=== imem_loader ===
imem_loader/metal_stack.png
The bar under the picture is 50 µm long.
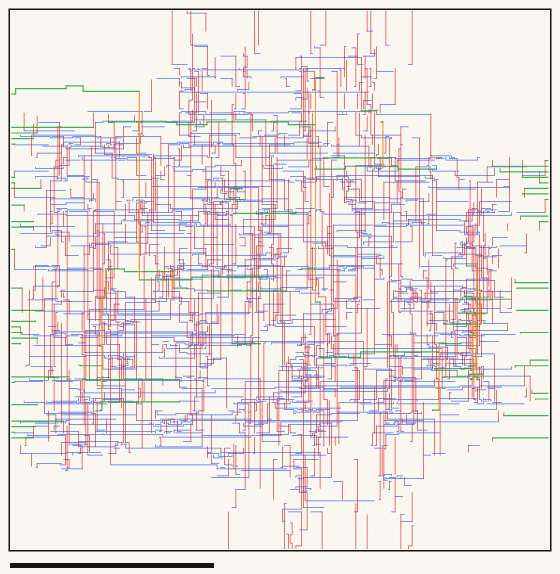

<file path="config.mk">
export PLATFORM = sky130hd
export DESIGN_NAME = imem_loader
export DESIGN_NICKNAME = d
export VERILOG_FILES = /design/src/rtl/imem_loader.sv
export SDC_FILE = /design/constraint.sdc
export NUM_CORES = 1
export LEC_CHECK = 0
export ABC_AREA = 0
export CAP_MARGIN = 0
export CELL_PAD_IN_SITES_DETAIL_PLACEMENT = 0
export CELL_PAD_IN_SITES_GLOBAL_PLACEMENT = 1
export CORE_MARGIN = 2
export CORE_UTILIZATION = 27
export CTS_CLUSTER_SIZE = 16
export DETAILED_ROUTE_END_ITERATION = 16
export PLACE_DENSITY = 0.62
export SYNTH_ARGS = -nofsm -noshare
export SYNTH_HDL_FRONTEND = slang
export SYNTH_SLANG_ARGS = --single-unit
export TNS_END_PERCENT = 30
</file>
<file path="constraint.sdc">
create_clock -name clk -period 2.21 [get_ports clk]
set_clock_uncertainty 0.15 [all_clocks]
set_input_delay 0.442 -clock clk [delete_from_list [all_inputs] [get_ports clk]]
set_output_delay 0.442 -clock clk [all_outputs]
set_load 0.05 [all_outputs]
</file>
<file path="src/rtl/imem_loader.sv">
// imem_loader -- boot-time writer for the core's instruction memory.
//
// Receives a byte stream over a valid/ready handshake. The stream is a 32-bit
// little-endian word count N followed by N little-endian instruction words.
// Each word is written to the instruction memory at sequential word addresses.
// The processor core is held in reset until the whole image is loaded.
//
// Optional feature (macro IMEM_LOADER_CHECKSUM_EN): a trailing little-endian
// 32-bit checksum must equal the modulo-2^32 sum of the data words, otherwise
// the load ends in ERROR.
//
// Ports:
//   clk          clock, all logic on the rising edge
//   rst          synchronous active-high reset
//   start        begin a load (honoured in IDLE, DONE or ERROR only)
//   in_valid     in_data holds a valid byte
//   in_data      stream byte
//   in_ready     loader accepts a byte this cycle (LEN, DATA, CHECK)
//   imem_we      one-cycle instruction memory write strobe
//   imem_addr    word address of the write
//   imem_wdata   instruction word to write
//   core_rst     reset to the processor core, low only in DONE
//   busy         load in progress
//   done         image loaded, core released
//   error        load aborted
//   words_loaded words written in the current load

module imem_loader #(
    parameter int ADDR_WIDTH = 8
) (
    input  logic                  clk,
    input  logic                  rst,
    input  logic                  start,
    input  logic                  in_valid,
    input  logic [7:0]            in_data,
    output logic                  in_ready,
    output logic                  imem_we,
    output logic [ADDR_WIDTH-1:0] imem_addr,
    output logic [31:0]           imem_wdata,
    output logic                  core_rst,
    output logic                  busy,
    output logic                  done,
    output logic                  error,
    output logic [ADDR_WIDTH:0]   words_loaded
);

    typedef enum logic [2:0] {
        S_IDLE,
        S_LEN,
        S_DATA,
`ifdef IMEM_LOADER_CHECKSUM_EN
        S_CHECK,
`endif
        S_DONE,
        S_ERROR
    } state_t;

    // Memory capacity in words; N may equal it but not exceed it.
    localparam logic [32:0] CAPACITY = 33'(1) << ADDR_WIDTH;

    // State reached once all data words are in (or N == 0).
`ifdef IMEM_LOADER_CHECKSUM_EN
    localparam state_t S_FINISH = S_CHECK;
`else
    localparam state_t S_FINISH = S_DONE;
`endif

    state_t      state;
    logic [1:0]  byte_cnt;
    logic [23:0] byte_buf;    // first three bytes of the current 32-bit field
    logic [31:0] length;
`ifdef IMEM_LOADER_CHECKSUM_EN
    logic [31:0] sum;
`endif

    logic                accept;
    logic                last_byte;
    logic [31:0]         full_word;
    logic [ADDR_WIDTH:0] words_next;

    assign accept     = in_valid && in_ready;
    assign last_byte  = (byte_cnt == 2'd3);
    // The byte arriving now is the most significant one of the field.
    assign full_word  = {in_data, byte_buf};
    assign words_next = words_loaded + {{ADDR_WIDTH{1'b0}}, 1'b1};

    always_ff @(posedge clk) begin
        // NOTE: nxt is a scratch variable local to this block, so it is
        // assigned with '=' and read back in the same cycle; every real
        // register below uses '<='.
        state_t nxt;
        nxt = state;

        // NOTE: default low every cycle makes imem_we a single-cycle pulse.
        imem_we <= 1'b0;

        if (rst) begin
            state        <= S_IDLE;
            in_ready     <= 1'b0;
            imem_addr    <= '0;
            imem_wdata   <= '0;
            core_rst     <= 1'b1;
            busy         <= 1'b0;
            done         <= 1'b0;
            error        <= 1'b0;
            words_loaded <= '0;
            byte_cnt     <= 2'd0;
            byte_buf     <= '0;
            length       <= '0;
`ifdef IMEM_LOADER_CHECKSUM_EN
            sum          <= '0;
`endif
        end else begin
            if (accept) begin
                byte_buf <= {in_data, byte_buf[23:8]};
                byte_cnt <= byte_cnt + 2'd1;
            end

            case (state)
                S_IDLE, S_DONE, S_ERROR: begin
                    if (start) begin
                        nxt = S_LEN;
                        words_loaded <= '0;
                        byte_cnt     <= 2'd0;
                        length       <= '0;
`ifdef IMEM_LOADER_CHECKSUM_EN
                        sum          <= '0;
`endif
                    end
                end

                S_LEN: begin
                    if (accept && last_byte) begin
                        length <= full_word;
                        if ({1'b0, full_word} > CAPACITY) begin
                            nxt = S_ERROR;
                        end else if (full_word == 32'd0) begin
                            nxt = S_FINISH;
                        end else begin
                            nxt = S_DATA;
                        end
                    end
                end

                S_DATA: begin
                    if (accept && last_byte) begin
                        imem_we      <= 1'b1;
                        imem_wdata   <= full_word;
                        imem_addr    <= words_loaded[ADDR_WIDTH-1:0];
                        words_loaded <= words_next;
`ifdef IMEM_LOADER_CHECKSUM_EN
                        sum          <= sum + full_word;
`endif
                        // length never exceeds CAPACITY here, so the
                        // zero-extended count compares exactly.
                        if ({{(31 - ADDR_WIDTH){1'b0}}, words_next} == length) begin
                            nxt = S_FINISH;
                        end
                    end
                end

`ifdef IMEM_LOADER_CHECKSUM_EN
                S_CHECK: begin
                    if (accept && last_byte) begin
                        nxt = (full_word == sum) ? S_DONE : S_ERROR;
                    end
                end
`endif

                default: nxt = S_IDLE;
            endcase

            // Flags are registered from the next state so they change on the
            // same edge as the state itself.
            state    <= nxt;
            busy     <= (nxt == S_LEN) || (nxt == S_DATA)
`ifdef IMEM_LOADER_CHECKSUM_EN
                        || (nxt == S_CHECK)
`endif
                        ;
            in_ready <= (nxt == S_LEN) || (nxt == S_DATA)
`ifdef IMEM_LOADER_CHECKSUM_EN
                        || (nxt == S_CHECK)
`endif
                        ;
            done     <= (nxt == S_DONE);
            error    <= (nxt == S_ERROR);
            core_rst <= (nxt != S_DONE);
        end
    end

endmodule

</file>
=== block_reg_reader ===
--- src/rtl/block_reg_reader_pkg.sv ---
// Shared definitions for the register-file read streamer: state encoding and
// default widths that must agree with the dual-read-port register file.
package block_reg_reader_pkg;

  localparam int DEF_SIZE_ADDR_REG = 5;
  localparam int DEF_SIZE_REG      = 8;

  typedef enum logic [1:0] {
    ST_IDLE  = 2'd0,
    ST_RUN   = 2'd1,
    ST_DRAIN = 2'd2,
    ST_DONE  = 2'd3
  } state_e;

endpackage

--- src/rtl/block_reg_reader_stream_out_reg.sv ---
// One-entry valid/ready holding register for the block_reg_reader output stream.
// Flush beats load, load beats the handshake drop.
module stream_out_reg #(
  parameter int WIRE = 8
) (
  input  logic            clk,
  input  logic            reset,
  input  logic            flush,
  input  logic            load,
  input  logic [WIRE-1:0] load_data,
  input  logic            out_ready,
  output logic [WIRE-1:0] out_data,
  output logic            out_valid,
  output logic            can_load
);

  logic [WIRE-1:0] data_q;
  logic [WIRE-1:0] data_d;
  logic            valid_q;
  logic            valid_d;

  // A new word may enter when the slot is empty or is being drained this cycle.
  assign can_load  = ~valid_q | out_ready;
  assign out_data  = data_q;
  assign out_valid = valid_q;

  // Next-state of the holding slot.
  always_comb begin
    data_d  = data_q;
    valid_d = valid_q;
    if (flush) begin
      valid_d = 1'b0;
    end else if (load) begin
      valid_d = 1'b1;
      data_d  = load_data;
    end else if (valid_q && out_ready) begin
      valid_d = 1'b0;
    end else begin
      valid_d = valid_q;
    end
  end

  // Slot registers.
  always_ff @(posedge clk or negedge reset) begin
    if (!reset) begin
      data_q  <= {WIRE{1'b0}};
      valid_q <= 1'b0;
    end else begin
      data_q  <= data_d;
      valid_q <= valid_d;
    end
  end

endmodule

--- src/rtl/block_reg_reader.sv ---
// Walks a wrap-around range of register-file addresses and streams each word out.
// Optional abort input is built in when BLOCK_REG_READER_ABORT_EN is defined.
module block_reg_reader
  import block_reg_reader_pkg::*;
#(
  parameter int SIZE_ADDR_REG = DEF_SIZE_ADDR_REG,
  parameter int SIZE_REG      = DEF_SIZE_REG
) (
  input  logic                     clk,
  input  logic                     reset,
  input  logic                     start,
  input  logic [SIZE_ADDR_REG-1:0] base_addr,
  input  logic [SIZE_ADDR_REG:0]   count,
  output logic [SIZE_ADDR_REG-1:0] read_addr,
  input  logic [SIZE_REG-1:0]      read_data,
  output logic [SIZE_REG-1:0]      out_data,
  output logic                     out_valid,
  input  logic                     out_ready,
  output logic                     busy,
  output logic                     done
`ifdef BLOCK_REG_READER_ABORT_EN
  ,
  input  logic                     abort
`endif
);

  localparam logic [SIZE_ADDR_REG-1:0] ADDR_ONE   = {{(SIZE_ADDR_REG-1){1'b0}}, 1'b1};
  localparam logic [SIZE_ADDR_REG:0]   REMAIN_ONE = {{SIZE_ADDR_REG{1'b0}}, 1'b1};
  localparam logic [SIZE_ADDR_REG:0]   REMAIN_0   = {(SIZE_ADDR_REG+1){1'b0}};

  state_e                   state_q;
  state_e                   state_d;
  logic [SIZE_ADDR_REG-1:0] addr_q;
  logic [SIZE_ADDR_REG-1:0] addr_d;
  logic [SIZE_ADDR_REG:0]   remain_q;
  logic [SIZE_ADDR_REG:0]   remain_d;
  logic                     busy_q;
  logic                     busy_d;
  logic                     done_q;
  logic                     done_d;

  logic abort_s;
  logic active_s;
  logic flush_s;
  logic capture_s;
  logic can_load_s;

`ifdef BLOCK_REG_READER_ABORT_EN
  assign abort_s = abort;
`else
  assign abort_s = 1'b0;
`endif

  assign active_s  = (state_q == ST_RUN) || (state_q == ST_DRAIN);
  assign flush_s   = abort_s && active_s;
  // In RUN there is always at least one word left, so capture only waits on the slot.
  assign capture_s = (state_q == ST_RUN) && can_load_s && !abort_s;

  assign read_addr = addr_q;
  assign busy      = busy_q;
  assign done      = done_q;

  stream_out_reg #(
    .WIRE (SIZE_REG)
  ) u_stream_out_reg (
    .clk       (clk),
    .reset     (reset),
    .flush     (flush_s),
    .load      (capture_s),
    .load_data (read_data),
    .out_ready (out_ready),
    .out_data  (out_data),
    .out_valid (out_valid),
    .can_load  (can_load_s)
  );

  // Command sequencing, address walk and remaining-word count.
  always_comb begin
    state_d  = state_q;
    addr_d   = addr_q;
    remain_d = remain_q;
    busy_d   = busy_q;
    done_d   = 1'b0;
    case (state_q)
      ST_IDLE: begin
        if (start) begin
          if (count != REMAIN_0) begin
            state_d  = ST_RUN;
            addr_d   = base_addr;
            remain_d = count;
            busy_d   = 1'b1;
          end else begin
            state_d = ST_DONE;
            done_d  = 1'b1;
          end
        end else begin
          state_d = ST_IDLE;
        end
      end
      ST_RUN: begin
        if (abort_s) begin
          state_d = ST_IDLE;
          busy_d  = 1'b0;
        end else if (capture_s) begin
          addr_d   = addr_q + ADDR_ONE;
          remain_d = remain_q - REMAIN_ONE;
          if (remain_q == REMAIN_ONE) begin
            state_d = ST_DRAIN;
          end else begin
            state_d = ST_RUN;
          end
        end else begin
          state_d = ST_RUN;
        end
      end
      ST_DRAIN: begin
        if (abort_s) begin
          state_d = ST_IDLE;
          busy_d  = 1'b0;
        end else if (out_valid && out_ready) begin
          state_d = ST_DONE;
          busy_d  = 1'b0;
          done_d  = 1'b1;
        end else begin
          state_d = ST_DRAIN;
        end
      end
      ST_DONE: begin
        state_d = ST_IDLE;
      end
      default: begin
        state_d = ST_IDLE;
        busy_d  = 1'b0;
      end
    endcase
  end

  // Controller registers; busy and done are registered outputs.
  always_ff @(posedge clk or negedge reset) begin
    if (!reset) begin
      state_q  <= ST_IDLE;
      addr_q   <= {SIZE_ADDR_REG{1'b0}};
      remain_q <= REMAIN_0;
      busy_q   <= 1'b0;
      done_q   <= 1'b0;
    end else begin
      state_q  <= state_d;
      addr_q   <= addr_d;
      remain_q <= remain_d;
      busy_q   <= busy_d;
      done_q   <= done_d;
    end
  end

endmodule

--- config.mk ---
export PLATFORM = sky130hd
export DESIGN_NAME = block_reg_reader
export DESIGN_NICKNAME = d
export VERILOG_FILES = /design/src/rtl/block_reg_reader_pkg.sv /design/src/rtl/block_reg_reader_stream_out_reg.sv /design/src/rtl/block_reg_reader.sv
export SDC_FILE = /design/constraint.sdc
export NUM_CORES = 1
export LEC_CHECK = 0
export CAP_MARGIN = 0
export CELL_PAD_IN_SITES_DETAIL_PLACEMENT = 0
export CELL_PAD_IN_SITES_GLOBAL_PLACEMENT = 1
export CORE_MARGIN = 4
export CORE_UTILIZATION = 38
export CTS_CLUSTER_DIAMETER = 40
export DETAILED_ROUTE_END_ITERATION = 6
export PLACE_DENSITY_LB_ADDON = 0.08
export SYNTH_ARGS = -nofsm -noshare
export SYNTH_HDL_FRONTEND = slang
export SYNTH_SLANG_ARGS = --single-unit
--- constraint.sdc ---
create_clock -name clk -period 4.1 [get_ports clk]
set_input_delay 0.615 -clock clk [delete_from_list [all_inputs] [get_ports clk]]
set_output_delay 0.615 -clock clk [all_outputs]
set_load 0.005 [all_outputs]
imem_loader/clock_map.png
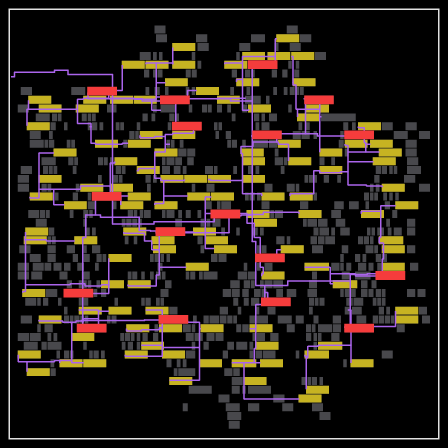
[clock wires] purple | length: 1610 µm
[cells driving clock nets] red | count: 17
[flip-flops] yellow | count: 115
flops lie: spread over the die
routed clock nets: 18
P_clk: 2550 µW
Clk Latency, worst-skew pair: 0.42 ns
clock power share: 0.522

## Picture notes: imem_loader/metal_stack.png
| layer | colour | wire length |
|---|---|---|
| met4 | orange | 219 µm |
| met1 | blue | 6050 µm |
| met3 | green | 655 µm |
| met2 | red | 6000 µm |
WL final: 12920 µm
wire per inst: 14.80 µm
DR vias: 4117
GRT Overall Usage: 0.1558

==> flow_summary.yaml, imem_loader <==
# synthesis and place-and-route metrics
clock_tree:
  numCtsBuffers: 17
  cts_buffer_depth: 2
  cts.sinks: 115
logic_synthesis:
  synth_seq_share: 0.5161
  synthMuxAreaShare: 0.002244
  ys_async_sr_fraction: 0
  synthAdderAreaFrac: 0.005610
final_timing:
  setup_viol: 0
  slew_viol_final: 0
  hold_violations: 0
  rsz0062_at_grt: "false"
worst_setup_path:
  reg2regPathDepth: 7
  critical-path-top-delay-family: "buffers and inverters"
power_and_ir_drop:
  p_sw_frac: 0.2184
  power_density_nw_per_um2: 800.0
floorplan:
  coreArea_um2: 16000
  die-area_um2: 17560
  fp_util: 0.2788
run_status:
  status: "finished, final reports clean"
hold_path:
  hold-path-cell-count: 4
  min_to: "busy"
layout:
  final_util: 0.3819
global_routing:
  antenna_found_initial: 0
  grt_pass1_wl_um: 21490
place:
  gp_congestion: 0.7941
flow_run:
  max-cap-violations: 0
## imem_loader: final cells by class
cell class	instances	area (µm²)
multi-input combinational	406	2014
timing repair buffer	102	955.9
sequential	115	2310
inverter	3	11.26
fill	1721	9889
clock inverter	5	50.05
clock buffer	26	499.2
tap	216	270.3
## imem_loader: routing by layer
metal	up-vias	track usage	part of all wire	wire, µm
li1	2068	-	-	-
met1	1924	0.1923	0.47	6048
met2	101	0.2536	0.46	5999
met3	24	0.04904	0.051	654
met4	0	0.06033	0.017	218
met5	-	0	0	0
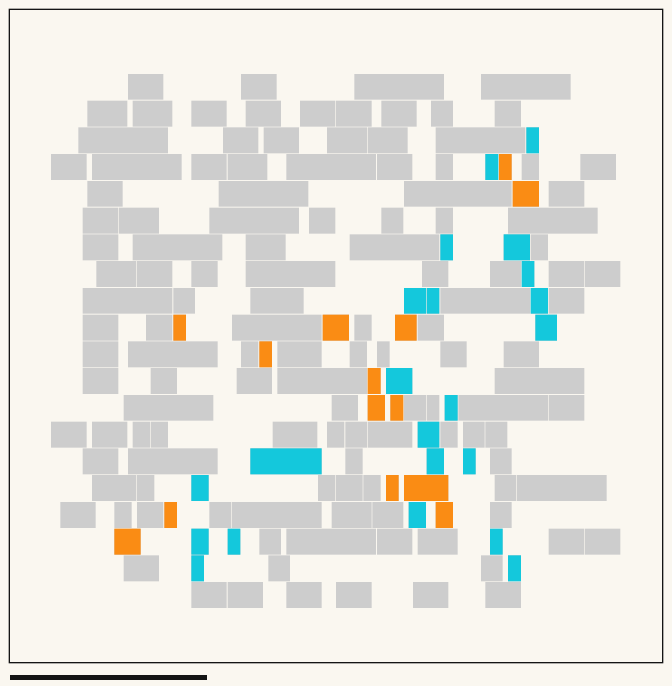
block_reg_reader/gate_families.png
The bar under the picture is 20 µm long.
| family | colour | cells |
|---|---|---|
| NAND gates | cyan | 22 |
| NOR gates | orange | 14 |
logic share of the area: 0.3682
Non-Filler Instances: 206
most frequent logic cell in the layout: clkdlybuf4s50_1

==> flow_summary.yaml, block_reg_reader <==
# synthesis and place-and-route metrics
power_and_ir_drop:
  p_seq_frac: 0.369
layout:
  buf_share: 0.2221
  sh_seq_area: 0.3438
  inv_count: 2
  register_area_um2: 600.6
  clkCellAreaFrac: 0.03009
floorplan:
  die-area_um2: 4394
  num_rows: 20
final_timing:
  finalCriticalPeriod_ns: 2.172
  setup_viol: 0
worst_setup_path:
  crit_top_cell: "or4_4"
  cp_data_required_time_ns: 4.35
  worstPathCellList: "clkdlybuf4s50_1 > or4_4 > or4_4 > nand2_8 > mux2i_1"
  end_kind: "register"
detailed_routing:
  drt_pre_antenna_iters: 4
  vias: 1136
place:
  gp_congestion: 0.7808
logic_synthesis:
  ys.flops: 24
  synth_seq_share: 0.4651
hold_path:
  hold-path-cell-count: 1
run_status:
  status: "finished, final reports clean"
clock_tree:
  cts_buffer_depth: 2
[block_reg_reader: layer usage]
metal | GRT usage | part of all wire
met1 | 0.1983 | 0.44
met2 | 0.2540 | 0.49
met3 | 0.05102 | 0.056
met4 | 0.02792 | 0.012
met5 | 0 | 0
[block_reg_reader: stage by stage]
step / power (µW) / utilization
global placement: 967.7 / 0.5373
finish: 1142 / 0.5540
floorplan: 756.0 / -
global route: 1240 / 0.5540
detailed placement: 980.1 / 0.5373
CTS: 1157 / 0.5540

==> gallery <==
Routing congestion map.
Plate I
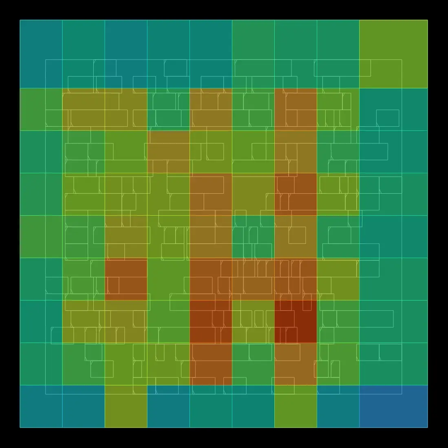
Plate II
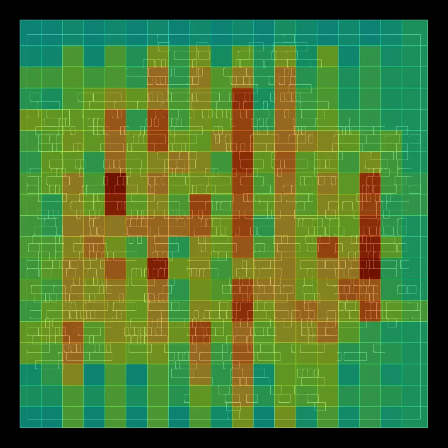
imem_loader: Plate II
block_reg_reader: Plate I


=== alarm_ctrl ===
alarm_ctrl/density.png
11 x 8 tiles, from dark blue (low) to red (high), 0 to 100% covered.
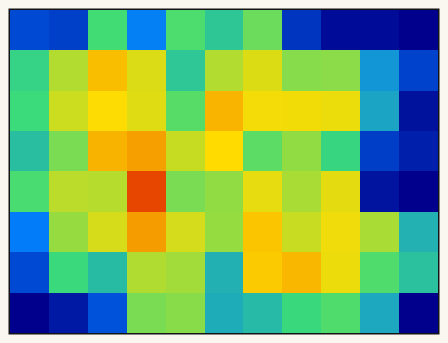

--- config.mk ---
export PLATFORM = sky130hd
export DESIGN_NAME = alarm_ctrl
export DESIGN_NICKNAME = d
export VERILOG_FILES = /design/src/rtl/alarm_pkg.sv /design/src/rtl/tick_gen.sv /design/src/rtl/alarm_ctrl.sv
export SDC_FILE = /design/constraint.sdc
export NUM_CORES = 1
export LEC_CHECK = 0
export CAP_MARGIN = 0
export CORE_ASPECT_RATIO = 0.75
export CORE_UTILIZATION = 45
export CTS_CLUSTER_DIAMETER = 50
export DETAILED_ROUTE_END_ITERATION = 12
export PLACE_DENSITY = 0.71
export SLEW_MARGIN = 15
export SYNTH_ARGS = -nofsm -noshare
export SYNTH_HDL_FRONTEND = slang
export SYNTH_SLANG_ARGS = --single-unit
--- constraint.sdc ---
create_clock -name CLK -period 2.8 [get_ports CLK]
set_input_delay 0.28 -clock CLK [delete_from_list [all_inputs] [get_ports CLK]]
set_output_delay 0.28 -clock CLK [all_outputs]
set_load 0.1 [all_outputs]
--- src/rtl/alarm_pkg.sv ---
// Shared definitions for the alarm clock: FSM encoding, time-of-day limits, range check.
// Latency: n/a (package only).
// Backpressure: n/a (package only).
package alarm_pkg;

  localparam int STATE_W = 2;

  typedef enum logic [STATE_W-1:0] {
    S_IDLE   = 2'd0,
    S_RING   = 2'd1,
    S_SNOOZE = 2'd2
  } state_t;

  localparam logic [4:0] HH_MAX = 5'd23;
  localparam logic [5:0] MM_MAX = 6'd59;
  localparam logic [5:0] SS_MAX = 6'd59;

  // True when an hour/minute pair is a legal time of day.
  function automatic logic hm_valid(input logic [4:0] h, input logic [5:0] m);
    return (h <= HH_MAX) && (m <= MM_MAX);
  endfunction

endpackage

--- src/rtl/tick_gen.sv ---
// Prescaler producing a one-cycle tick every CLK_HZ cycles (one per second).
// Latency: tick asserts while the count sits at CLK_HZ-1; clr restarts the count on the next edge.
// Backpressure: none; free-running, clr is honoured every cycle.
// Ports: CLK clock, RST sync active-high reset, clr restart strobe, tick one-cycle pulse.
module tick_gen #(
  parameter int CLK_HZ = 50000000
) (
  input  logic CLK,
  input  logic RST,
  input  logic clr,
  output logic tick
);

  localparam int CW = (CLK_HZ > 1) ? $clog2(CLK_HZ) : 1;
  localparam logic [CW-1:0] LAST = CW'(CLK_HZ - 1);

  logic [CW-1:0] cnt;

  always_ff @(posedge CLK) begin
    if (RST || clr || tick) begin
      cnt <= '0;
    end else begin
      cnt <= cnt + CW'(1);
    end
  end

  assign tick = (cnt == LAST);

endmodule

--- src/rtl/alarm_ctrl.sv ---
// Alarm clock: time-of-day counter, alarm register and IDLE/RING/SNOOZE buzzer FSM.
// Latency: time updates on the tick edge; enable rises one edge after the tick that reaches the alarm time.
// Backpressure: none; strobes and pulses are sampled every cycle, outputs are registers.
// Ports: CLK/RST (sync active-high); set_time/set_alarm load from set_hh/set_mm;
//        alarm_on arms; snooze/stop pulses; enable buzzer; state_o FSM state; hh/mm/ss time.
module alarm_ctrl
  import alarm_pkg::*;
#(
  parameter int CLK_HZ     = 50000000,
  parameter int SNOOZE_MIN = 5,
  parameter int RING_S     = 60
) (
  input  logic               CLK,
  input  logic               RST,
  input  logic               set_time,
  input  logic               set_alarm,
  input  logic [4:0]         set_hh,
  input  logic [5:0]         set_mm,
  input  logic               alarm_on,
  input  logic               snooze,
  input  logic               stop,
  output logic               enable,
  output logic [STATE_W-1:0] state_o,
  output logic [4:0]         hh,
  output logic [5:0]         mm,
  output logic [5:0]         ss
);

  localparam int SNZ_LIM = SNOOZE_MIN * 60;
  // At least 10 bits, widened when a long snooze would not fit.
  localparam int SNZ_W   = ($clog2(SNZ_LIM + 1) > 10) ? $clog2(SNZ_LIM + 1) : 10;

  logic             tick;
  logic             time_load;
  logic             alarm_load;
  logic             match_q;
  logic             ring_done;
  logic             snz_done;
  logic [4:0]       alarm_hh;
  logic [5:0]       alarm_mm;
  logic [4:0]       hh_nx;
  logic [5:0]       mm_nx;
  logic [5:0]       ss_nx;
  logic [7:0]       ring_cnt;
  logic [SNZ_W-1:0] snz_cnt;
  state_t           state;
  state_t           state_nx;

  // Out-of-range set values are dropped entirely, including the prescaler clear.
  assign time_load  = set_time  && hm_valid(set_hh, set_mm);
  assign alarm_load = set_alarm && hm_valid(set_hh, set_mm);

  tick_gen #(.CLK_HZ(CLK_HZ)) u_tick_gen (
    .CLK  (CLK),
    .RST  (RST),
    .clr  (time_load),
    .tick (tick)
  );

  // Time one second ahead; used both for the tick update and for match detection.
  always_comb begin
    hh_nx = hh;
    mm_nx = mm;
    ss_nx = ss + 6'd1;
    if (ss == SS_MAX) begin
      ss_nx = 6'd0;
      mm_nx = mm + 6'd1;
      if (mm == MM_MAX) begin
        mm_nx = 6'd0;
        hh_nx = (hh == HH_MAX) ? 5'd0 : hh + 5'd1;
      end
    end
  end

  always_ff @(posedge CLK) begin
    if (RST) begin
      hh       <= 5'd0;
      mm       <= 6'd0;
      ss       <= 6'd0;
      alarm_hh <= 5'd0;
      alarm_mm <= 6'd0;
      match_q  <= 1'b0;
    end else begin
      if (alarm_load) begin
        alarm_hh <= set_hh;
        alarm_mm <= set_mm;
      end
      if (time_load) begin
        hh <= set_hh;
        mm <= set_mm;
        ss <= 6'd0;
      end else if (tick) begin
        hh <= hh_nx;
        mm <= mm_nx;
        ss <= ss_nx;
      end
      // Only a tick that lands on hh:mm:00 counts; a set_time onto the alarm minute does not.
      match_q <= tick && !time_load && (ss_nx == 6'd0) &&
                 (mm_nx == alarm_mm) && (hh_nx == alarm_hh);
    end
  end

  // Counters are compared one short of the limit so the exit happens on the limit tick itself.
  assign ring_done = tick && (ring_cnt == 8'(RING_S - 1));
  assign snz_done  = tick && (snz_cnt == SNZ_W'(SNZ_LIM - 1));

  always_comb begin
    state_nx = state;
    if (!alarm_on) begin
      state_nx = S_IDLE;
    end else begin
      case (state)
        S_IDLE:   if (match_q) state_nx = S_RING;
        S_RING: begin
          if (stop || ring_done) state_nx = S_IDLE;
          else if (snooze)       state_nx = S_SNOOZE;
        end
        S_SNOOZE: begin
          if (stop)          state_nx = S_IDLE;
          else if (snz_done) state_nx = S_RING;
        end
        default:  state_nx = S_IDLE;
      endcase
    end
  end

  always_ff @(posedge CLK) begin
    if (RST) begin
      state    <= S_IDLE;
      enable   <= 1'b0;
      ring_cnt <= 8'd0;
      snz_cnt  <= '0;
    end else begin
      state  <= state_nx;
      enable <= (state_nx == S_RING);
      if (state_nx == S_RING && state != S_RING) begin
        ring_cnt <= 8'd0;
      end else if (state == S_RING && tick) begin
        ring_cnt <= ring_cnt + 8'd1;
      end
      if (state_nx == S_SNOOZE && state != S_SNOOZE) begin
        snz_cnt <= '0;
      end else if (state == S_SNOOZE && tick) begin
        snz_cnt <= snz_cnt + SNZ_W'(1);
      end
    end
  end

  assign state_o = state;

endmodule

=== axis_sweep_counter_flat ===
$ cat src/rtl/axis_sweep_counter_if.sv
// axis_sweep_counter_if: sweep request, limit inputs and step/completion
// outputs of one servo-axis sweep generator, bundled for port connection.
// The slave modport is the generator side; the master modport is the
// calibration FSM / position counter side.
interface axis_sweep_counter_if #(
  parameter int CNT_W = 13
);
  logic             SWEEP_EN;
  logic             DIR;
  logic             PWM_LIMIT_HI;
  logic             PWM_LIMIT_LO;
  logic             CNT_U;
  logic             CNT_D;
  logic             SWEEP_DONE;
  logic             SWEEP_TO;
  logic [CNT_W-1:0] SWEEP_CNT;

  modport master (
    output SWEEP_EN, DIR, PWM_LIMIT_HI, PWM_LIMIT_LO,
    input  CNT_U, CNT_D, SWEEP_DONE, SWEEP_TO, SWEEP_CNT
  );

  modport slave (
    input  SWEEP_EN, DIR, PWM_LIMIT_HI, PWM_LIMIT_LO,
    output CNT_U, CNT_D, SWEEP_DONE, SWEEP_TO, SWEEP_CNT
  );
endinterface

$ cat src/rtl/axis_sweep_counter.sv
// axis_sweep_counter: rate-divided sweep-step generator for one servo axis.
// On a sweep request it emits single-cycle CNT_U or CNT_D pulses every
// STEP_DIV cycles until the end-stop for the latched direction is reached
// or the request is withdrawn. Completion is flagged by a one-cycle
// SWEEP_DONE pulse and the number of steps issued is kept in SWEEP_CNT.
//
// Optional feature macro: SWEEP_TIMEOUT_EN
//   defined   -> a sweep also ends after MAX_STEPS steps, flagged on SWEEP_TO
//   undefined -> no step budget; SWEEP_TO stays 0
module axis_sweep_counter #(
  parameter int CNT_W     = 13,
  parameter int STEP_DIV  = 4,
  parameter int MAX_STEPS = 4095
) (
  input  logic                 CLK,
  input  logic                 RST_N,
  axis_sweep_counter_if.slave  bus
);

  typedef enum logic [1:0] {
    IDLE  = 2'd0,
    SWEEP = 2'd1,
    DONE  = 2'd2
  } state_t;

  // Divider is 16 bits wide so that STEP_DIV may go up to 2^16-1.
  localparam logic [15:0]      DIV_LAST = 16'(STEP_DIV - 1);
  localparam logic [CNT_W-1:0] CNT_MAX  = '1;
  localparam logic [CNT_W-1:0] MAX_Q    = CNT_W'(MAX_STEPS);

`ifdef SWEEP_TIMEOUT_EN
  localparam bit TIMEOUT_EN = 1'b1;
`else
  localparam bit TIMEOUT_EN = 1'b0;
`endif

  state_t           state_q;
  logic             dir_q;
  logic [15:0]      div_q;
  logic [CNT_W-1:0] cnt_q;
  logic             cnt_u_q;
  logic             cnt_d_q;
  logic             done_q;
  logic             to_q;

  logic limit_hit;
  logic step_point;
  logic budget_hit;

  // Only the end-stop in the latched sweep direction can stop the sweep;
  // with the timeout feature compiled out the budget term is constant 0.
  always_comb begin
    limit_hit  = dir_q ? bus.PWM_LIMIT_HI : bus.PWM_LIMIT_LO;
    step_point = (div_q == DIV_LAST);
    budget_hit = TIMEOUT_EN && (cnt_q == MAX_Q);
  end

  // Sweep state machine with registered pulse, completion and count outputs.
  always_ff @(posedge CLK or negedge RST_N) begin
    if (!RST_N) begin
      state_q <= IDLE;
      dir_q   <= 1'b0;
      div_q   <= '0;
      cnt_q   <= '0;
      cnt_u_q <= 1'b0;
      cnt_d_q <= 1'b0;
      done_q  <= 1'b0;
      to_q    <= 1'b0;
    end else begin
      cnt_u_q <= 1'b0;
      cnt_d_q <= 1'b0;
      done_q  <= 1'b0;
      case (state_q)
        IDLE: begin
          if (bus.SWEEP_EN) begin
            state_q <= SWEEP;
            dir_q   <= bus.DIR;
            div_q   <= '0;
            cnt_q   <= '0;
            to_q    <= 1'b0;
          end
        end
        SWEEP: begin
          if (!bus.SWEEP_EN) begin
            state_q <= IDLE;
          end else if (limit_hit) begin
            state_q <= DONE;
            done_q  <= 1'b1;
          end else if (step_point && budget_hit) begin
            state_q <= DONE;
            done_q  <= 1'b1;
            to_q    <= 1'b1;
          end else if (step_point) begin
            cnt_u_q <= dir_q;
            cnt_d_q <= ~dir_q;
            div_q   <= '0;
            if (cnt_q != CNT_MAX) begin
              cnt_q <= cnt_q + 1'b1;
            end
          end else begin
            div_q <= div_q + 16'd1;
          end
        end
        DONE: begin
          if (!bus.SWEEP_EN) begin
            state_q <= IDLE;
          end
        end
        default: begin
          state_q <= IDLE;
        end
      endcase
    end
  end

  assign bus.CNT_U      = cnt_u_q;
  assign bus.CNT_D      = cnt_d_q;
  assign bus.SWEEP_DONE = done_q;
  assign bus.SWEEP_TO   = to_q;
  assign bus.SWEEP_CNT  = cnt_q;

endmodule

$ cat src/flat_wrapper.sv
// flat-port wrapper written by rule: the top's interface ports become plain ports
module axis_sweep_counter_flat 
#(
  parameter int CNT_W     = 13,
  parameter int STEP_DIV  = 4,
  parameter int MAX_STEPS = 4095
)
  (CLK, RST_N, bus_SWEEP_EN, bus_DIR, bus_PWM_LIMIT_HI, bus_PWM_LIMIT_LO, bus_CNT_U, bus_CNT_D, bus_SWEEP_DONE, bus_SWEEP_TO, bus_SWEEP_CNT);
  axis_sweep_counter_if #(.CNT_W(CNT_W)) bus_i ();
  input  logic CLK;
  input  logic RST_N;
  input wire logic [$bits(bus_i.SWEEP_EN)-1:0] bus_SWEEP_EN;
  input wire logic [$bits(bus_i.DIR)-1:0] bus_DIR;
  input wire logic [$bits(bus_i.PWM_LIMIT_HI)-1:0] bus_PWM_LIMIT_HI;
  input wire logic [$bits(bus_i.PWM_LIMIT_LO)-1:0] bus_PWM_LIMIT_LO;
  output wire logic [$bits(bus_i.CNT_U)-1:0] bus_CNT_U;
  output wire logic [$bits(bus_i.CNT_D)-1:0] bus_CNT_D;
  output wire logic [$bits(bus_i.SWEEP_DONE)-1:0] bus_SWEEP_DONE;
  output wire logic [$bits(bus_i.SWEEP_TO)-1:0] bus_SWEEP_TO;
  output wire logic [$bits(bus_i.SWEEP_CNT)-1:0] bus_SWEEP_CNT;
  assign bus_i.SWEEP_EN = bus_SWEEP_EN;
  assign bus_i.DIR = bus_DIR;
  assign bus_i.PWM_LIMIT_HI = bus_PWM_LIMIT_HI;
  assign bus_i.PWM_LIMIT_LO = bus_PWM_LIMIT_LO;
  assign bus_CNT_U = bus_i.CNT_U;
  assign bus_CNT_D = bus_i.CNT_D;
  assign bus_SWEEP_DONE = bus_i.SWEEP_DONE;
  assign bus_SWEEP_TO = bus_i.SWEEP_TO;
  assign bus_SWEEP_CNT = bus_i.SWEEP_CNT;
  axis_sweep_counter #(.CNT_W(CNT_W), .STEP_DIV(STEP_DIV), .MAX_STEPS(MAX_STEPS)) u_core (.CLK(CLK), .RST_N(RST_N), .bus(bus_i));
endmodule
$ cat config.mk
export PLATFORM = sky130hd
export DESIGN_NAME = axis_sweep_counter_flat
export DESIGN_NICKNAME = d
export VERILOG_FILES = /design/src/rtl/axis_sweep_counter_if.sv /design/src/rtl/axis_sweep_counter.sv /design/src/flat_wrapper.sv
export SDC_FILE = /design/constraint.sdc
export NUM_CORES = 1
export LEC_CHECK = 0
export CAP_MARGIN = 0
export CORE_MARGIN = 2
export CORE_UTILIZATION = 45
export CTS_BUF_LIST = sky130_fd_sc_hd__clkbuf_8
export DETAILED_ROUTE_END_ITERATION = 6
export GPL_TIMING_DRIVEN = 0
export HOLD_SLACK_MARGIN = 0.15
export PLACE_DENSITY = 0.77
export SKIP_CTS_REPAIR_TIMING = 1
export SYNTH_ARGS = -nofsm -noshare
export SYNTH_HDL_FRONTEND = slang
export SYNTH_SLANG_ARGS = --single-unit
$ cat constraint.sdc
create_clock -name CLK -period 3.7 [get_ports CLK]
set_input_delay 0.74 -clock CLK [delete_from_list [all_inputs] [get_ports CLK]]
set_output_delay 0.74 -clock CLK [all_outputs]
set_load 0.03 [all_outputs]
=== systolic_seq_ctrl ===
<file path="src/rtl/systolic_seq_ctrl.sv">
`default_nettype none
// ============================================================================
// Module   : systolic_seq_ctrl
// Purpose  : Clears an N x N systolic MAC array, then feeds it K skewed operand
//            pairs per row and column, drains it and pulses done.
// Revision : 1.0 - initial release
// ============================================================================
module systolic_seq_ctrl #(
    parameter int N  = 4,
    parameter int KW = 8
) (
    input  logic            clock,
    input  logic            nreset,
    input  logic            start,
    input  logic [KW-1:0]   k_len,
    output logic            busy,
    output logic            done,
    output logic            arr_nreset,
    output logic            arr_valid,
    output logic [N-1:0]    row_en,
    output logic [N*KW-1:0] row_k,
    output logic [N-1:0]    col_en,
    output logic [N*KW-1:0] col_k
);

    // Room for K + 2N without wrap even when K = 2^KW - 1.
    localparam int c_TW = KW + $clog2(2 * N) + 1;

    typedef enum logic [2:0] {
        S_IDLE  = 3'd0,
        S_CLEAR = 3'd1,
        S_FEED  = 3'd2,
        S_DRAIN = 3'd3,
        S_DONE  = 3'd4
    } state_t;

    state_t          r_state;
    logic [c_TW-1:0] r_t;
    logic [KW-1:0]   r_k;

    logic [c_TW-1:0] w_t_last;
    logic [c_TW-1:0] w_t_nxt;
    logic [N-1:0]    w_en_nxt;
    logic [N*KW-1:0] w_k_nxt;

    assign w_t_last = c_TW'(r_k) + c_TW'(2 * N - 3);
    assign w_t_nxt  = (r_state == S_FEED) ? r_t + c_TW'(1) : '0;

    // Lane i (row i and column i share timing) is live for i <= t < i+K.
    generate
        for (genvar gi = 0; gi < N; gi++) begin : g_lane
            logic w_live;
            assign w_live = (w_t_nxt >= c_TW'(gi)) &&
                            ((w_t_nxt - c_TW'(gi)) < c_TW'(r_k));
            assign w_en_nxt[gi]          = w_live;
            assign w_k_nxt[gi*KW +: KW]  = w_live ? KW'(w_t_nxt - c_TW'(gi)) : '0;
        end
    endgenerate

    always_ff @(posedge clock) begin
        if (!nreset) begin
            r_state    <= S_IDLE;
            r_t        <= '0;
            r_k        <= '0;
            busy       <= 1'b0;
            done       <= 1'b0;
            arr_nreset <= 1'b1;
            arr_valid  <= 1'b0;
            row_en     <= '0;
            row_k      <= '0;
            col_en     <= '0;
            col_k      <= '0;
        end else begin
            done       <= 1'b0;
            arr_nreset <= 1'b1;
            arr_valid  <= 1'b0;
            row_en     <= '0;
            row_k      <= '0;
            col_en     <= '0;
            col_k      <= '0;
            case (r_state)
                S_IDLE: begin
                    busy <= 1'b0;
                    if (start) begin
                        r_k        <= k_len;
                        r_state    <= S_CLEAR;
                        busy       <= 1'b1;
                        arr_nreset <= 1'b0;
                    end
                end
                S_CLEAR: begin
                    if (r_k == '0) begin
                        r_state <= S_DONE;
                        busy    <= 1'b0;
                        done    <= 1'b1;
                    end else begin
                        r_t       <= '0;
                        r_state   <= S_FEED;
                        arr_valid <= 1'b1;
                        row_en    <= w_en_nxt;
                        row_k     <= w_k_nxt;
                        col_en    <= w_en_nxt;
                        col_k     <= w_k_nxt;
                    end
                end
                S_FEED: begin
                    if (r_t == w_t_last) begin
                        r_state <= S_DRAIN;
                    end else begin
                        r_t       <= w_t_nxt;
                        arr_valid <= 1'b1;
                        row_en    <= w_en_nxt;
                        row_k     <= w_k_nxt;
                        col_en    <= w_en_nxt;
                        col_k     <= w_k_nxt;
                    end
                end
                S_DRAIN: begin
                    r_state <= S_DONE;
                    busy    <= 1'b0;
                    done    <= 1'b1;
                end
                S_DONE: begin
                    r_state <= S_IDLE;
                end
                default: begin
                    r_state <= S_IDLE;
                    busy    <= 1'b0;
                end
            endcase
        end
    end

endmodule
`default_nettype wire

</file>
<file path="config.mk">
export PLATFORM = sky130hd
export DESIGN_NAME = systolic_seq_ctrl
export DESIGN_NICKNAME = d
export VERILOG_FILES = /design/src/rtl/systolic_seq_ctrl.sv
export SDC_FILE = /design/constraint.sdc
export NUM_CORES = 1
export LEC_CHECK = 0
export CORE_AREA = 2 2 80 120
export CTS_CLUSTER_SIZE = 40
export DETAILED_ROUTE_END_ITERATION = 16
export DIE_AREA = 0 0 82 122
export HOLD_SLACK_MARGIN = 0.05
export PLACE_DENSITY = 0.87
export SLEW_MARGIN = 20
export SYNTH_ARGS = -nofsm -noshare
export SYNTH_HDL_FRONTEND = slang
export SYNTH_SLANG_ARGS = --single-unit
</file>
<file path="constraint.sdc">
create_clock -name clock -period 4.4 [get_ports clock]
set_input_delay 1.32 -clock clock [delete_from_list [all_inputs] [get_ports clock]]
set_output_delay 1.32 -clock clock [all_outputs]
set_load 0.02 [all_outputs]
</file>
axis_sweep_counter_flat/density.png
7 x 7 tiles, from dark blue (low) to red (high), 0 to 100% covered.
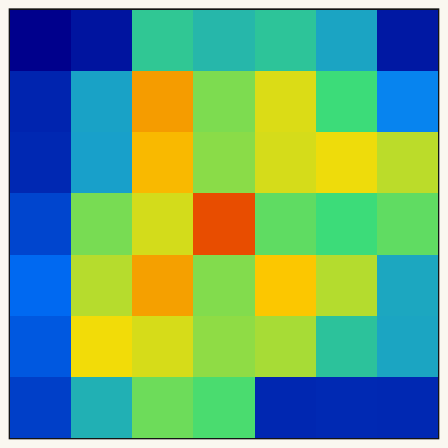
nearly empty tiles: 2.0%
fullest tile: 91%
tiles over 75% full: 10%
FP Core Util: 0.4770
CORE AREA: 4086 µm²
Finished Core Util: 0.5625

==> flow_summary.yaml, axis_sweep_counter_flat <==
# synthesis and place-and-route metrics
final_timing:
  setup_tns_ns: 0
  hold_violations: 0
  finalCriticalPeriod_ns: 2.332
  finalCritPeriodShare: 0.6303
  fin_skew_ns: 0.008409
  setup_viol: 0
clock_tree:
  cts_buffer_depth: 2
  root_buffer: "clkbuf_8"
  cts_tree: "built"
  cts.sinks: 35
  worstSkewPairLatency_ns: 0.30
  clk_transition_reported_paths_ns: 0.08
layout:
  comb_area_um2: 972.2
  fin_area_um2: 2298
  final_common_cell: "dfrtp_1"
  final_cell_mix: "dfrtp_1 (35), nor2_1 (20), clkdlybuf4s50_1 (20), o21ai_0 (18)"
  fin_cells: 287
  drive_gt1_frac: 0.1181
  sh_seq_area: 0.3811
  clockBufferCount: 5
power_and_ir_drop:
  power_density_nw_per_um2: 415.0
  p_seq_frac: 0.480
  irDropWorstVdd_mv: 0.2071
  p_sw_frac: 0.3312
detailed_routing:
  remaining_drc_errors: 0
  ant_nets: 0
  top_layer: "met4"
  met1_length_um: 2100
  drt_pre_antenna_iters: 4
  wl_um: 4389
  vias: 1701
  post_drt_wl_per_cell_um: 15.29
worst_setup_path:
  end_kind: "register"
  cp_data_required_time_ns: 3.85
  cp_num_buf_inv: 2
  worstPathCellList: "clkdlybuf4s50_1 > mux2_4 > a21o_1 > buf_6 > nor2_1 > a31oi_1"
  reg2regPathDepth: 7
floorplan:
  num_rows: 23
global_routing:
  grt_max_degree: 36
  grt_pass1_wl_um: 7527
  grt_usage: 0.1938
place:
  io_buffer_count: 21
  place_worst_setup_slack_ns: 1.056
logic_synthesis:
  edf_count: 0
  yosysWarnings: 0
  ff_type: "dfrtp_1"
  synthesis.nets: 216
  synthTopCellsByCount: "dfrtp_1 (35), nor2_1 (20), o21ai_0 (18), nand2_1 (16), nand3_1 (16)"
  area_leaders: "dfrtp_1 (45%), a31oi_1 (4.8%), o21ai_0 (4.6%)"
run_status:
  status: "finished, final reports clean"
==> axis_sweep_counter_flat: logic make-up after synthesis <==
family | synth area share
AOI/OAI and AO/OA | 0.1938
and+or+nand+nor | 0.2388
adders and majority gates | 0.01283
muxes | 0.02439
DFF | 0.4493
xor gates and xnor gates | 0.02696
other | 0.001924
buffers and inverters | 0.05199
==> axis_sweep_counter_flat: metal layers <==
metal	GRT usage	vias up
met3	0.05814	7
li1	-	830
met1	0.2535	819
met2	0.3069	45
met5	0	-
met4	0.06410	0
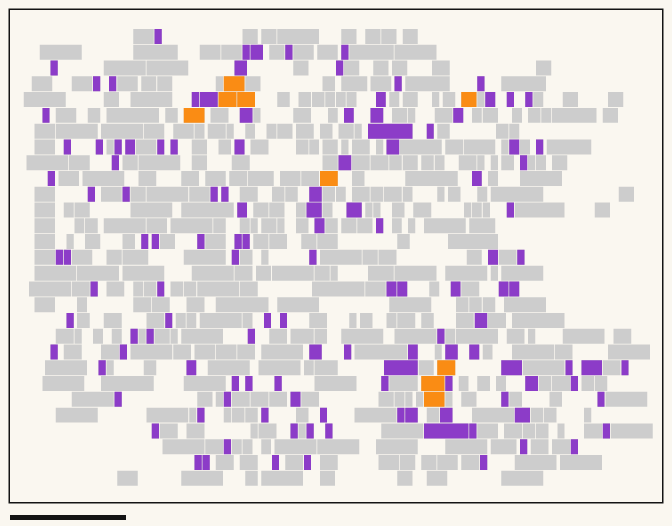
alarm_ctrl/gate_families.png
The bar under the picture is 20 µm long.
| family | colour | cells |
|---|---|---|
| NOR gates | purple | 126 |
| AND-OR and OR-AND gates | orange | 9 |
logic share of the area: 0.5018
Non-Filler Instances: 647
most frequent logic cell in the layout: nor2_1

Notes on alarm_ctrl/density.png above:
fullest tile: 92%
emptiest ninth of the die: top right
mean over tiles: 50%
nearly empty tiles: 4.5%
tiles over 75% full: 11%
FP Core Util: 0.4744
Finished Core Util: 0.5627

==> flow_summary.yaml, alarm_ctrl <==
# synthesis and place-and-route metrics
place:
  place_worst_setup_slack_ns: 0.1158
  dpl.cell_count: 630
  gp_congestion: 0.8502
clock_tree:
  root_buffer: "clkbuf_16"
  cts_resized: 0
  cts.sinks: 76
  postCtsSetupBuffers: 0
logic_synthesis:
  synthTopLogicFamily: "simple AND/OR/NAND/NOR gates"
  yosys.area_share.aoi: 0.1074
  yosys_cells: 497
  yosysUniqueCellTypes: 58
  edf_count: 0
  ys_async_sr_fraction: 0
  synthMuxAreaShare: 0.04623
  syn-cell-area_um2: 4114
  synth_seq_share: 0.3698
layout:
  final_cell_mix: "nor2_1 (84), dfxtp_1 (68), buf_4 (35), nand2_1 (32), xnor2_1 (27)"
  drive_gt1_frac: 0.1224
  top_regs: "u_tick_gen.cnt: 26 flops, snz_cnt: 10 flops, ring_cnt: 8 flops"
  largest_reg_flops: 26
  top_area_cell_class: "combinational gates"
  fin_area_um2: 4880
  regMostFlops: "u_tick_gen.cnt"
  sh_seq_area: 0.3149
detailed_routing:
  met1_length_um: 4907
  wl_met3_um: 649
  drt_pre_antenna_iters: 5
worst_setup_path:
  reg2reg_slack_ns: 0.08
  crit_slowest_cell: "or4_4"
  path_max_fanout: 14
  arrival_ns: 2.92
  rr_startpoint: "u_tick_gen.cnt[18]"
final_timing:
  worst_hold_slack_ns: 0.4749
  setup_tns_ns: 0
  worst_slew_pin_slew_ns: 0.5943
global_routing:
  grt_max_degree: 34
  use_met3: 0.05199
  grt_pass1_wl_um: 17100
  grtUsageMet1: 0.3165
floorplan:
  coreArea_um2: 8672
  chipHeight_um: 84.81
hold_path:
  hold_path.class: "reg2reg"
  min_to: "u_tick_gen.cnt[0]"
power_and_ir_drop:
  power_density_nw_per_um2: 514.1
run_status:
  status: "finished, final reports clean"
alarm_ctrl: cells in the mapped netlist (5+ instances only):
cell / instances
xor2_1: 24
a21oi_1: 9
o21ai_0: 9
nand4_1: 20
inv_1: 10
nand3_1: 26
nor2_1: 84
and3_1: 13
dfxtp_1: 76
mux2i_1: 19
nand2b_1: 7
ha_1: 7
clkbuf_1: 21
nor3_1: 20
nor2b_1: 6
nand2_1: 32
nor4_1: 7
a211oi_1: 11
and4_1: 5
xnor2_1: 27
a31oi_1: 8
alarm_ctrl: where the power goes:
part	switching, µW	internal [µW]
combinational	196	103
clock	442	617
sequential	44.3	1110
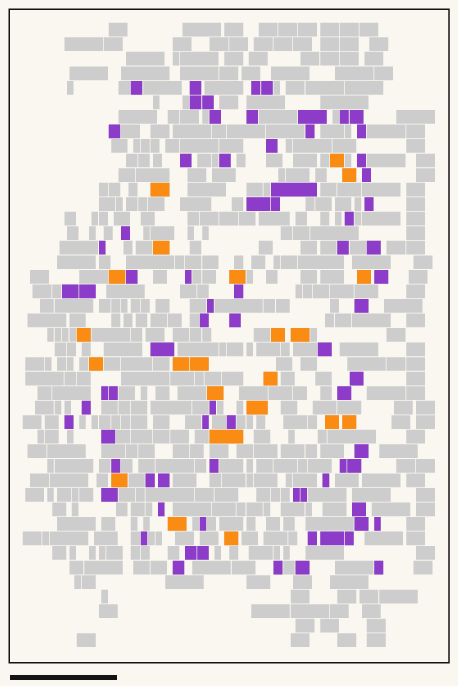
systolic_seq_ctrl/gate_families.png
The bar under the picture is 20 µm long.
| family | colour | cells |
|---|---|---|
| AND-OR and OR-AND gates | orange | 22 |
| NOR gates | purple | 76 |
logic share of the area: 0.5099
most frequent logic cell in the layout: clkdlybuf4s50_1
Non-Filler Instances: 682

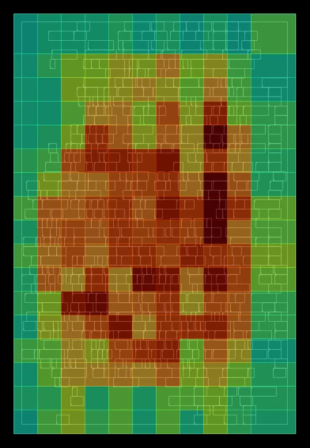
systolic_seq_ctrl/final_congestion.png
Top Usage Layer GRT: met2
met1 Resource Use GR: 0.2778
Finished Core Util: 0.6076
grt met3 use: 0.04148

==> flow_summary.yaml, systolic_seq_ctrl <==
# synthesis and place-and-route metrics
logic_synthesis:
  yosysWarnings: 0
  synthMuxAreaShare: 0.01950
  synthSimpleGateAreaFrac: 0.2323
  synth_top_area_share: 0.2729
final_timing:
  rsz0062_at_grt: "false"
  hold_violations: 0
  worst_slew_pin_slew_ns: 1.096
worst_setup_path:
  cp.depth: 15
  crit_slowest_cell: "dfxtp_1"
place:
  io_buffer_count: 86
global_routing:
  grt_use_met2: 0.4517
detailed_routing:
  post_drt_wl_per_cell_um: 18.19
  ant_nets: 0
run_status:
  status: "finished, final reports clean"
clock_tree:
  cts_buffer_depth: 2
layout:
  drive_gt1_frac: 0.09649
  num_antenna_cells: 0
power_and_ir_drop:
  power_density_nw_per_um2: 265.9
-- systolic_seq_ctrl: power by group through the flow --
stage | clock network, µW | registers [µW] | logic, µW
2_1_floorplan | 0 | 607 | 162
3_3_place_gp | 0 | 611 | 213
3_5_place_dp | 0 | 613 | 219
4_1_cts | 636 | 601 | 222
5_1_grt | 656 | 603 | 245
6_report | 636 | 601 | 223
-- systolic_seq_ctrl: final cells by class --
cell class	instances	area share
Inverter	29	0.02028
Timing Repair Buffer	94	0.1677
Sequential cell	63	0.2297
Tap cell	112	0.02552
Multi-Input combinational cell	368	0.5099
Clock buffer	11	0.04238
Clock inverter	5	0.004557

## Gallery

Wiring by layer.
The bar under the picture is 20 µm long.
picture 1
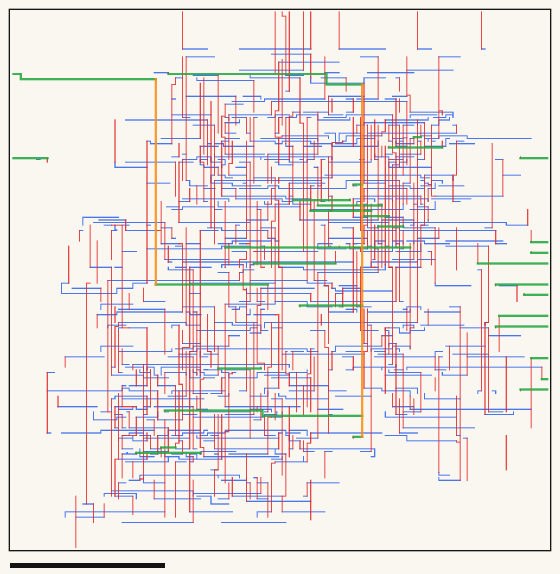
picture 2
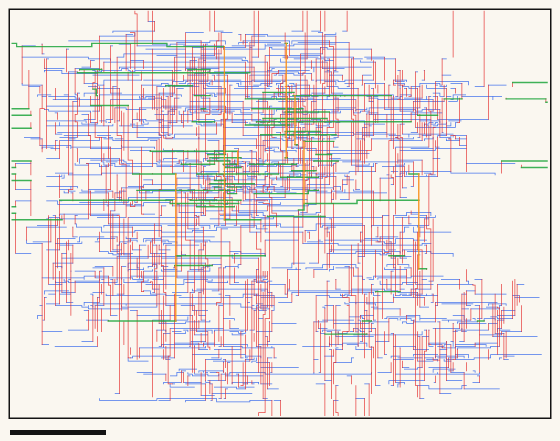
picture 3
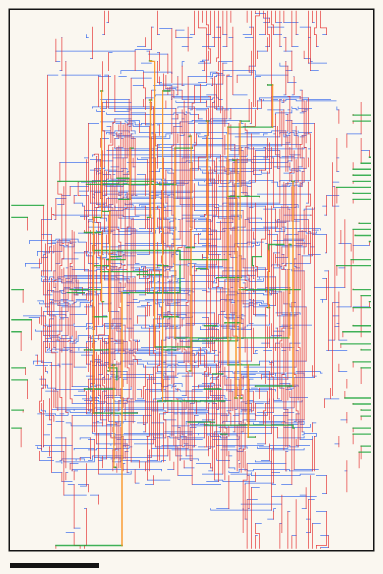
alarm_ctrl is picture 2.
systolic_seq_ctrl is picture 3.
axis_sweep_counter_flat is picture 1.
The one with the least wire is picture 1.

Key to picture 1:
| layer | colour | wire length |
|---|---|---|
| met4 | orange | 72.1 µm |
| met1 | blue | 2100 µm |
| met2 | red | 1980 µm |
| met3 | green | 234 µm |



## Gallery

Placement density heat map.
(a)
7 x 7 tiles, from dark blue (low) to red (high), 0 to 100% covered.
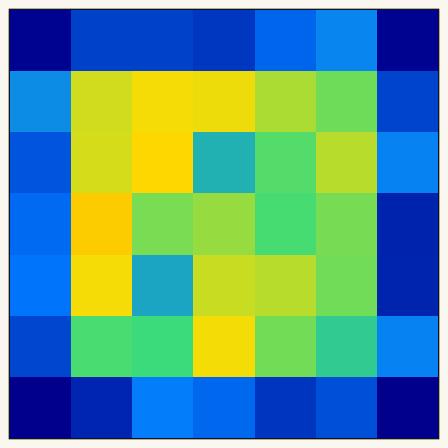
(b)
8 x 12 tiles, from dark blue (low) to red (high), 0 to 100% covered.
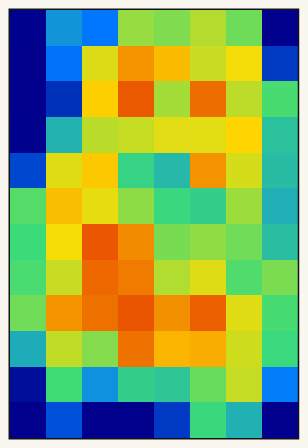
(c)
13 x 13 tiles, from dark blue (low) to red (high), 0 to 100% covered.
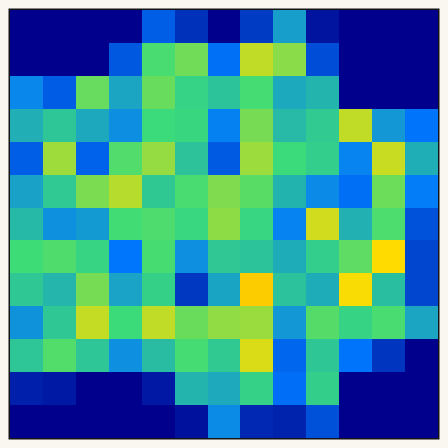
- (b) = systolic_seq_ctrl
- (c) = imem_loader
- (a) = block_reg_reader
Of these, lowest utilization: (c)

Power figures rest on the tool's default switching activity, not on a simulated workload.
